=== design 1 ===
<file path="src/rtl/seq_divider.sv">
// Iterative restoring divider: unsigned DW_A-bit dividend / DW_B-bit divisor,
// one quotient bit per clock, start/busy/done handshake with held results.
module seq_divider #(
  parameter int DW_A = 16,
  parameter int DW_B = 8
) (
  input  logic            clk,
  input  logic            clr_n,
  input  logic            start,
  input  logic [DW_A-1:0] dividend,
  input  logic [DW_B-1:0] divisor,
  output logic            busy,
  output logic            done,
  output logic [DW_A-1:0] quot,
  output logic [DW_B-1:0] rem,
  output logic            div_zero
);

  localparam int CW = (DW_A > 1) ? $clog2(DW_A) : 1;

  typedef enum logic [1:0] {IDLE, RUN, DONE} state_t;

  // a shifts dividend bits out of the top while quotient bits enter at the bottom
  typedef struct packed {
    logic [DW_A-1:0] a;
    logic [DW_B-1:0] r;
    logic [DW_B-1:0] d;
  } work_t;

  state_t          state, state_nxt;
  work_t           wk;
  logic [CW-1:0]   cnt;
  logic [DW_B:0]   rp;
  logic            ge;
  logic [DW_B-1:0] r_nxt;
  logic [DW_A-1:0] a_nxt;
  logic            dz_in;
  logic            accept;

  assign dz_in  = (divisor == '0);
  assign accept = (state == IDLE) && start;

  // r stays below d, so the restored difference always fits in DW_B bits
  always_comb begin
    rp    = {wk.r, wk.a[DW_A-1]};
    ge    = (rp >= {1'b0, wk.d});
    r_nxt = ge ? (rp[DW_B-1:0] - wk.d) : rp[DW_B-1:0];
    a_nxt = {wk.a[DW_A-2:0], ge};
  end

  always_ff @(posedge clk or negedge clr_n) begin
    if (!clr_n) state <= IDLE;
    else        state <= state_nxt;
  end

  always_comb begin
    state_nxt = state;
    busy      = 1'b0;
    done      = 1'b0;
    case (state)
      IDLE: if (start) state_nxt = dz_in ? DONE : RUN;
      RUN: begin
        busy = 1'b1;
        if (cnt == '0) state_nxt = DONE;
      end
      DONE: begin
        done      = 1'b1;
        state_nxt = IDLE;
      end
      default: state_nxt = IDLE;
    endcase
  end

  always_ff @(posedge clk or negedge clr_n) begin
    if (!clr_n) begin
      wk       <= '0;
      cnt      <= '0;
      quot     <= '0;
      rem      <= '0;
      div_zero <= 1'b0;
    end else if (accept) begin
      wk.a <= dividend;
      wk.r <= '0;
      wk.d <= divisor;
      cnt  <= CW'(DW_A - 1);
      if (dz_in) begin
        quot     <= '1;
        rem      <= dividend[DW_B-1:0];
        div_zero <= 1'b1;
      end
    end else if (state == RUN) begin
      wk.a <= a_nxt;
      wk.r <= r_nxt;
      cnt  <= cnt - 1'b1;
      if (cnt == '0) begin
        quot     <= a_nxt;
        rem      <= r_nxt;
        div_zero <= 1'b0;
      end
    end
  end

endmodule

</file>
<file path="config.mk">
export PLATFORM = sky130hd
export DESIGN_NAME = seq_divider
export DESIGN_NICKNAME = d
export VERILOG_FILES = /design/src/rtl/seq_divider.sv
export SDC_FILE = /design/constraint.sdc
export NUM_CORES = 1
export LEC_CHECK = 0
export ABC_AREA = 1
export CORE_ASPECT_RATIO = 1.25
export CORE_MARGIN = 8
export CORE_UTILIZATION = 54
export CTS_CLUSTER_DIAMETER = 150
export DETAILED_ROUTE_END_ITERATION = 6
export MAX_ROUTING_LAYER = met4
export PLACE_DENSITY_LB_ADDON = 0.25
export SYNTH_ARGS = -nofsm -noshare
export SYNTH_HDL_FRONTEND = slang
export SYNTH_SLANG_ARGS = --single-unit
</file>
<file path="constraint.sdc">
create_clock -name clk -period 1.95 [get_ports clk]
set_clock_uncertainty 0.15 [all_clocks]
set_input_delay 0.39 -clock clk [delete_from_list [all_inputs] [get_ports clk]]
set_output_delay 0.39 -clock clk [all_outputs]
set_load 0.01 [all_outputs]
</file>
==> flow_summary_export.csv <==
group,metric,value,unit
yosys,ys_ff,63,
yosys,area_leaders,"dfrtp_1 47%, nand2_1 13%, inv_1 6.3%, nand3_1 4.3%, o221ai_1 3.7%",
floorplanning,fp-utilization,55.00,%
global_route,grt_pass1_wl,14650,um
final_timing,slew_headroom,77.25,%
layout,logic_area,1754,um2
place,port-buffer-count,53,
layout,buffer_area_share,22.06,%
layout,final_common_cell,"nand2_1",
pwr,peakVddDrop,1.033,mV
floorplanning,die_h,104.0,um
global_route,grt_pass1_vias,3157,
min_path,holdCritStartpoint,"div_zero",
clock_tree,cts-root-buf,"clkbuf_8",
worst_setup_path,worstRegToRegCells,11,
clock_tree,cts_tree,"done",
routing,drt-pass1-iter-count,5,
yosys,ys_seq_share,47.10,%
clock_tree,cts_max_level,3,
final_timing,holdWs,335.2,ps
final_timing,setup_violations,0,
layout,antennaDiodeCount,0,
place,gp_congestion,0.8697,
worst_setup_path,worst-path-buf-inv,1,
final_timing,worst_slack,20.49,ps
run_status,status,"complete, no violations",
worst_setup_path,slowest_delay,450,ps
min_path,min_path_type,"flop to flop",
layout,dominant_cells,"multi-input combinational cells",
cell families (layout without fill, tap and decap cells):
logic type	after synthesis	count (layout)	synth area share, %
flops	63	63	47.10
fa+ha+maj	10	10	3.963
compound gates	55	55	11.03
buf+inv	73	195	9.233
xor+xnor	3	3	0.7852
simple gates	203	204	27.89
power by group:
| part | internal (mW) | switching, mW | total, mW |
|---|---|---|---|
| logic | 3.08 | 3.20 | 6.29 |
| clock network | 0.459 | 0.540 | 0.998 |
| registers | 1.97 | 0.368 | 2.34 |
| total | 5.51 | 4.11 | 9.62 |
metal layers:
layer | GRT usage (%) | vias to the layer above | routed length [um] | share of wire, %
met5 | - | - | 0 | 0
li1 | - | 1561 | - | -
met2 | 33.11 | 94 | 4554 | 50
met4 | 9.259 | 0 | 265 | 2.9
met1 | 24.65 | 1499 | 3920 | 43
met3 | 5.296 | 29 | 451 | 4.9
Yosys cell counts (all sizes together):
cell and number:
xnor2 2, fa 1, a31oi 1, o221ai 14, a21oi 14, o211ai 8, dfrtp 63, o21ai 10
buf 10, a21boi 8, nand3 30, or2 9, ha 9, inv 59, nand4 13, nor2 29
xor2 1, nand2 121, nor3 1, clkbuf 4
Design 1, cell classes on the final placement:
Scale: 4 px per um. Fill, decap, tap and diode cells in grey.
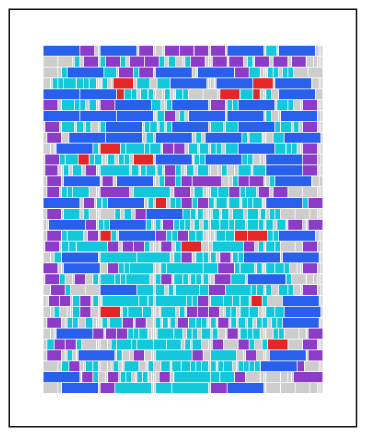
colour	class	cells	share of their area
blue	registers	63	33%
red	clock drivers and dummy loads	16	3.6%
purple	remaining buffers and delay cells	120	23%
cyan	remaining logic cells	331	41%


=== design 2 ===
<file path="config.mk">
export PLATFORM = sky130hd
export DESIGN_NAME = acc_sequencer
export DESIGN_NICKNAME = d
export VERILOG_FILES = /design/src/rtl/acc_seq_pkg.sv /design/src/rtl/acc_seq_decode.sv /design/src/rtl/acc_sequencer.sv
export SDC_FILE = /design/constraint.sdc
export NUM_CORES = 1
export LEC_CHECK = 0
export ABC_CLOCK_PERIOD_IN_PS = 2500
export CAP_MARGIN = 10
export CORE_MARGIN = 3
export CORE_UTILIZATION = 47
export DETAILED_ROUTE_END_ITERATION = 6
export PLACE_DENSITY = 0.84
export SLEW_MARGIN = 10
export SYNTH_ARGS = -nofsm -noshare
export SYNTH_HDL_FRONTEND = slang
export SYNTH_SLANG_ARGS = --single-unit
</file>
<file path="constraint.sdc">
create_clock -name clk -period 2.5 [get_ports clk]
set_input_delay 0.375 -clock clk [delete_from_list [all_inputs] [get_ports clk]]
set_output_delay 0.375 -clock clk [all_outputs]
set_load 0.005 [all_outputs]
</file>
<file path="src/rtl/acc_seq_pkg.sv">
// Shared definitions for the NSC-8 accumulator sequencer.
// Optional feature: ACC_SEQ_HALT_EN adds the HALT opcode and state.
package acc_seq_pkg;

  localparam int unsigned DATA_W   = 8;
  localparam int unsigned OPCODE_W = 4;

  localparam logic [OPCODE_W-1:0] OP_NOP  = 4'd0;
  localparam logic [OPCODE_W-1:0] OP_LDI  = 4'd1;
  localparam logic [OPCODE_W-1:0] OP_LDA  = 4'd2;
  localparam logic [OPCODE_W-1:0] OP_STA  = 4'd3;
  localparam logic [OPCODE_W-1:0] OP_ADD  = 4'd4;
  localparam logic [OPCODE_W-1:0] OP_HALT = 4'd15;

  typedef enum logic [3:0] {
    S_IDLE,
    S_IMM,
    S_RD,
    S_LOAD,
    S_ALU,
    S_WB,
    S_STORE,
    S_DONE
`ifdef ACC_SEQ_HALT_EN
    , S_HALT
`endif
  } state_t;

  // Datapath strobes driven in a given state
  typedef struct packed {
    logic load_a;
    logic load_imm;
    logic acc_oe;
    logic imm_oe;
    logic mem_read;
    logic mem_write;
    logic alu_latch;
    logic alu_oe;
    logic done;
  } ctrl_t;

  // Strobe pattern for each state; at most one bus driver per state
  function automatic ctrl_t state_ctrl(input state_t s);
    ctrl_t c;
    c = '0;
    case (s)
      S_IMM:   begin c.imm_oe   = 1'b1; c.load_imm  = 1'b1; end
      S_RD:    begin c.mem_read = 1'b1; end
      S_LOAD:  begin c.mem_read = 1'b1; c.load_a    = 1'b1; end
      S_ALU:   begin c.mem_read = 1'b1; c.alu_latch = 1'b1; end
      S_WB:    begin c.alu_oe   = 1'b1; c.load_a    = 1'b1; end
      S_STORE: begin c.acc_oe   = 1'b1; c.mem_write = 1'b1; end
      S_DONE:  begin c.done     = 1'b1; end
      default: c = '0;
    endcase
    return c;
  endfunction

endpackage

</file>
<file path="src/rtl/acc_seq_decode.sv">
// Opcode decoder: first sequencer state after accept plus an illegal flag.
// Optional feature: ACC_SEQ_HALT_EN maps opcode 15 to HALT.
module acc_seq_decode
  import acc_seq_pkg::*;
(
  input  logic [OPCODE_W-1:0] opcode_i,
  output state_t              first_state_o,
  output logic                illegal_o
);

  // Map opcode to its entry state; undefined codes retire straight away
  always_comb begin
    first_state_o = S_DONE;
    illegal_o     = 1'b0;
    case (opcode_i)
      OP_NOP:  first_state_o = S_DONE;
      OP_LDI:  first_state_o = S_IMM;
      OP_LDA:  first_state_o = S_RD;
      OP_STA:  first_state_o = S_STORE;
      OP_ADD:  first_state_o = S_RD;
`ifdef ACC_SEQ_HALT_EN
      OP_HALT: first_state_o = S_HALT;
`endif
      default: begin
        first_state_o = S_DONE;
        illegal_o     = 1'b1;
      end
    endcase
  end

endmodule

</file>
<file path="src/rtl/acc_sequencer.sv">
// NSC-8 accumulator/bus control sequencer. One instruction at a time,
// strobes registered from the next state so they align with the state.
// Optional feature: ACC_SEQ_HALT_EN enables the HALT opcode/state.
module acc_sequencer
  import acc_seq_pkg::*;
(
  input  logic                clk,
  input  logic                rst_n,
  input  logic                instr_valid,
  input  logic [OPCODE_W-1:0] instr_opcode,
  input  logic [DATA_W-1:0]   instr_operand,
  output logic                instr_ready,
  input  logic                mem_ready,
  output logic                load_a,
  output logic                load_immediate_a,
  output logic                output_enable,
  output logic [DATA_W-1:0]   imm_out,
  output logic                imm_oe,
  output logic [DATA_W-1:0]   mem_addr,
  output logic                mem_read,
  output logic                mem_write,
  output logic                alu_latch,
  output logic                alu_oe,
  output logic                done,
  output logic                illegal,
  output logic                halted
);

  state_t              state_q, state_d;
  state_t              first_state;
  logic                dec_illegal;
  logic                accept;
  logic [OPCODE_W-1:0] opcode_q;
  logic [DATA_W-1:0]   operand_q;
  logic                illegal_flag_q;
  logic                illegal_q;
  ctrl_t               ctrl_q;

  acc_seq_decode u_decode (
    .opcode_i      (instr_opcode),
    .first_state_o (first_state),
    .illegal_o     (dec_illegal)
  );

  assign instr_ready = (state_q == S_IDLE);
  assign accept      = instr_valid && instr_ready;

  // Next-state selection; RD and STORE stall until memory completes
  always_comb begin
    state_d = state_q;
    case (state_q)
      S_IDLE:  if (instr_valid) state_d = first_state;
      S_IMM:   state_d = S_DONE;
      S_RD:    if (mem_ready) state_d = (opcode_q == OP_ADD) ? S_ALU : S_LOAD;
      S_LOAD:  state_d = S_DONE;
      S_ALU:   state_d = S_WB;
      S_WB:    state_d = S_DONE;
      S_STORE: if (mem_ready) state_d = S_DONE;
      S_DONE:  state_d = S_IDLE;
`ifdef ACC_SEQ_HALT_EN
      S_HALT:  state_d = S_HALT;
`endif
      default: state_d = S_IDLE;
    endcase
  end

  // State, captured instruction and strobes decoded from the next state
  // so every output is a flop that tracks state_q exactly
  always_ff @(posedge clk or negedge rst_n) begin
    if (!rst_n) begin
      state_q        <= S_IDLE;
      opcode_q       <= '0;
      operand_q      <= '0;
      illegal_flag_q <= 1'b0;
      illegal_q      <= 1'b0;
      ctrl_q         <= '0;
    end else begin
      state_q <= state_d;
      ctrl_q  <= state_ctrl(state_d);
      if (accept) begin
        opcode_q       <= instr_opcode;
        operand_q      <= instr_operand;
        illegal_flag_q <= dec_illegal;
      end
      // an undefined opcode goes straight to DONE, so use the live decode then
      illegal_q <= (state_d == S_DONE) && (accept ? dec_illegal : illegal_flag_q);
    end
  end

`ifdef ACC_SEQ_HALT_EN
  logic halted_q;

  // Halt indicator, held until reset
  always_ff @(posedge clk or negedge rst_n) begin
    if (!rst_n) halted_q <= 1'b0;
    else        halted_q <= (state_d == S_HALT);
  end

  assign halted = halted_q;
`else
  assign halted = 1'b0;
`endif

  assign load_a           = ctrl_q.load_a;
  assign load_immediate_a = ctrl_q.load_imm;
  assign output_enable    = ctrl_q.acc_oe;
  assign imm_oe           = ctrl_q.imm_oe;
  assign mem_read         = ctrl_q.mem_read;
  assign mem_write        = ctrl_q.mem_write;
  assign alu_latch        = ctrl_q.alu_latch;
  assign alu_oe           = ctrl_q.alu_oe;
  assign done             = ctrl_q.done;
  assign illegal          = illegal_q;
  assign imm_out          = operand_q;
  assign mem_addr         = operand_q;

endmodule

</file>
Design 2, drive-strength map:
Scale: 6 px per um.
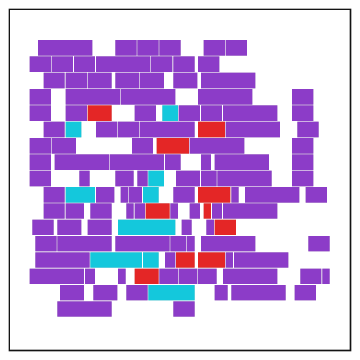
colour	size	cells	share
cyan	x3 and x4	9	7.1%
purple	x1 and smaller	108	85%
red	x2	10	7.9%
final std cell area, no fill: 1614 um2
Synth-to-Final Area Change: 33.96%
non-clock buffer count: 43
Final WS setup: 202.7 ps

==> flow_summary_export.csv <==
group,metric,value,unit
run_status,status,"complete, no violations",
pwr,seq_cell_power,0.712,mW
routing,viasPerCell,5.181,
clock_tree,clk_pin_slew,140,ps
clock_tree,cts_setup_buffers,0,
routing,wl,2243,um
layout,fin_nets,144,
pwr,clkPwrFrac,11.0,%
final_timing,fin_skew,13.24,ps
routing,wirelength_met1,942,um
global_route,grt.busiest_layer,"met2",
clock_tree,clk_latency,320,ps
pwr,peakVddDrop,0.7562,mV
yosys,synth_top_cell_by_count,"dfrtp_1",
pwr,p_int,1.117,mW
clock_tree,numCtsBuffers,3,
global_route,antenna_found_initial,0,
yosys,synth.avg_cell_area,13.24,um2
worst_setup_path,worstReg2RegStart,"state_q[0]",
layout,flop-count,25,
-- metrics by stage --
step / cells / total power, mW / util, % / hold slack, ps
floorplan: 92 / 1.130 / - / 79.41
global placement: 151 / 1.458 / 68.32 / 497.3
detailed placement: 151 / 1.490 / 68.32 / 494.4
CTS: 155 / 1.678 / 69.62 / 391.8
global route: 155 / 1.758 / 69.62 / 402.3
finish: 155 / 1.658 / 69.62 / 382.8
-- flip-flops by register name, indices dropped and copies added (netlist names) --
register / cells
imm_out: 8
state_q: 4
alu_latch: 1
mem_read: 1
alu_oe: 1
done: 1
load_a: 1
imm_oe: 1
illegal: 1
opcode_q: 4
illegal_flag_q: 1
mem_write: 1
-- logic make-up after synthesis --
family	count (synthesis)	synth area share (%)
and+or+nand+nor	22	17.55
DFF	25	51.92
AOI/OAI and AO/OA	12	9.138
other	1	0.3112
xor gates and xnor gates	1	0.7270
buffers and inverters	18	9.138
muxes	12	11.21
-- final timing paths --
path	to	slack, ps	cells after the start
worst max-delay path	instr_ready	200	2
worst min-delay path	imm_out[1]	380	2
worst max register to register	opcode_q[0]	500	3
worst min register to register	opcode_q[2]	520	1
max in group asynchronous	state_q[1]	1870	2
min in group clk	opcode_q[2]	520	1


==> layout pictures side by side <==
Selected gate families.
(a)
Scale: 4 px per um.
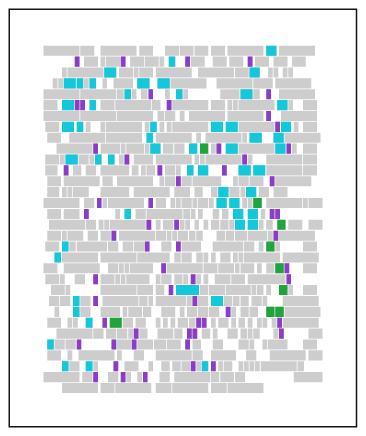
(b)
Scale: 6 px per um.
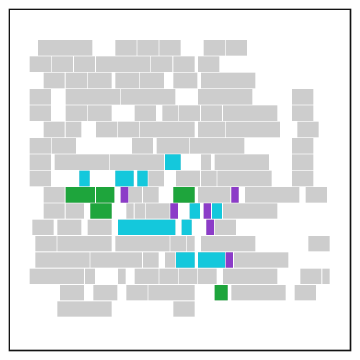
- (a) = design 1
- (b) = design 2

Key to (b):
colour	family	cells	most used
cyan	aoi and oai cells	10	a21oi_1
green	and/or cells	5	or4b_1
purple	inv cells	6	inv_1

Power and IR drop assume default switching activity.
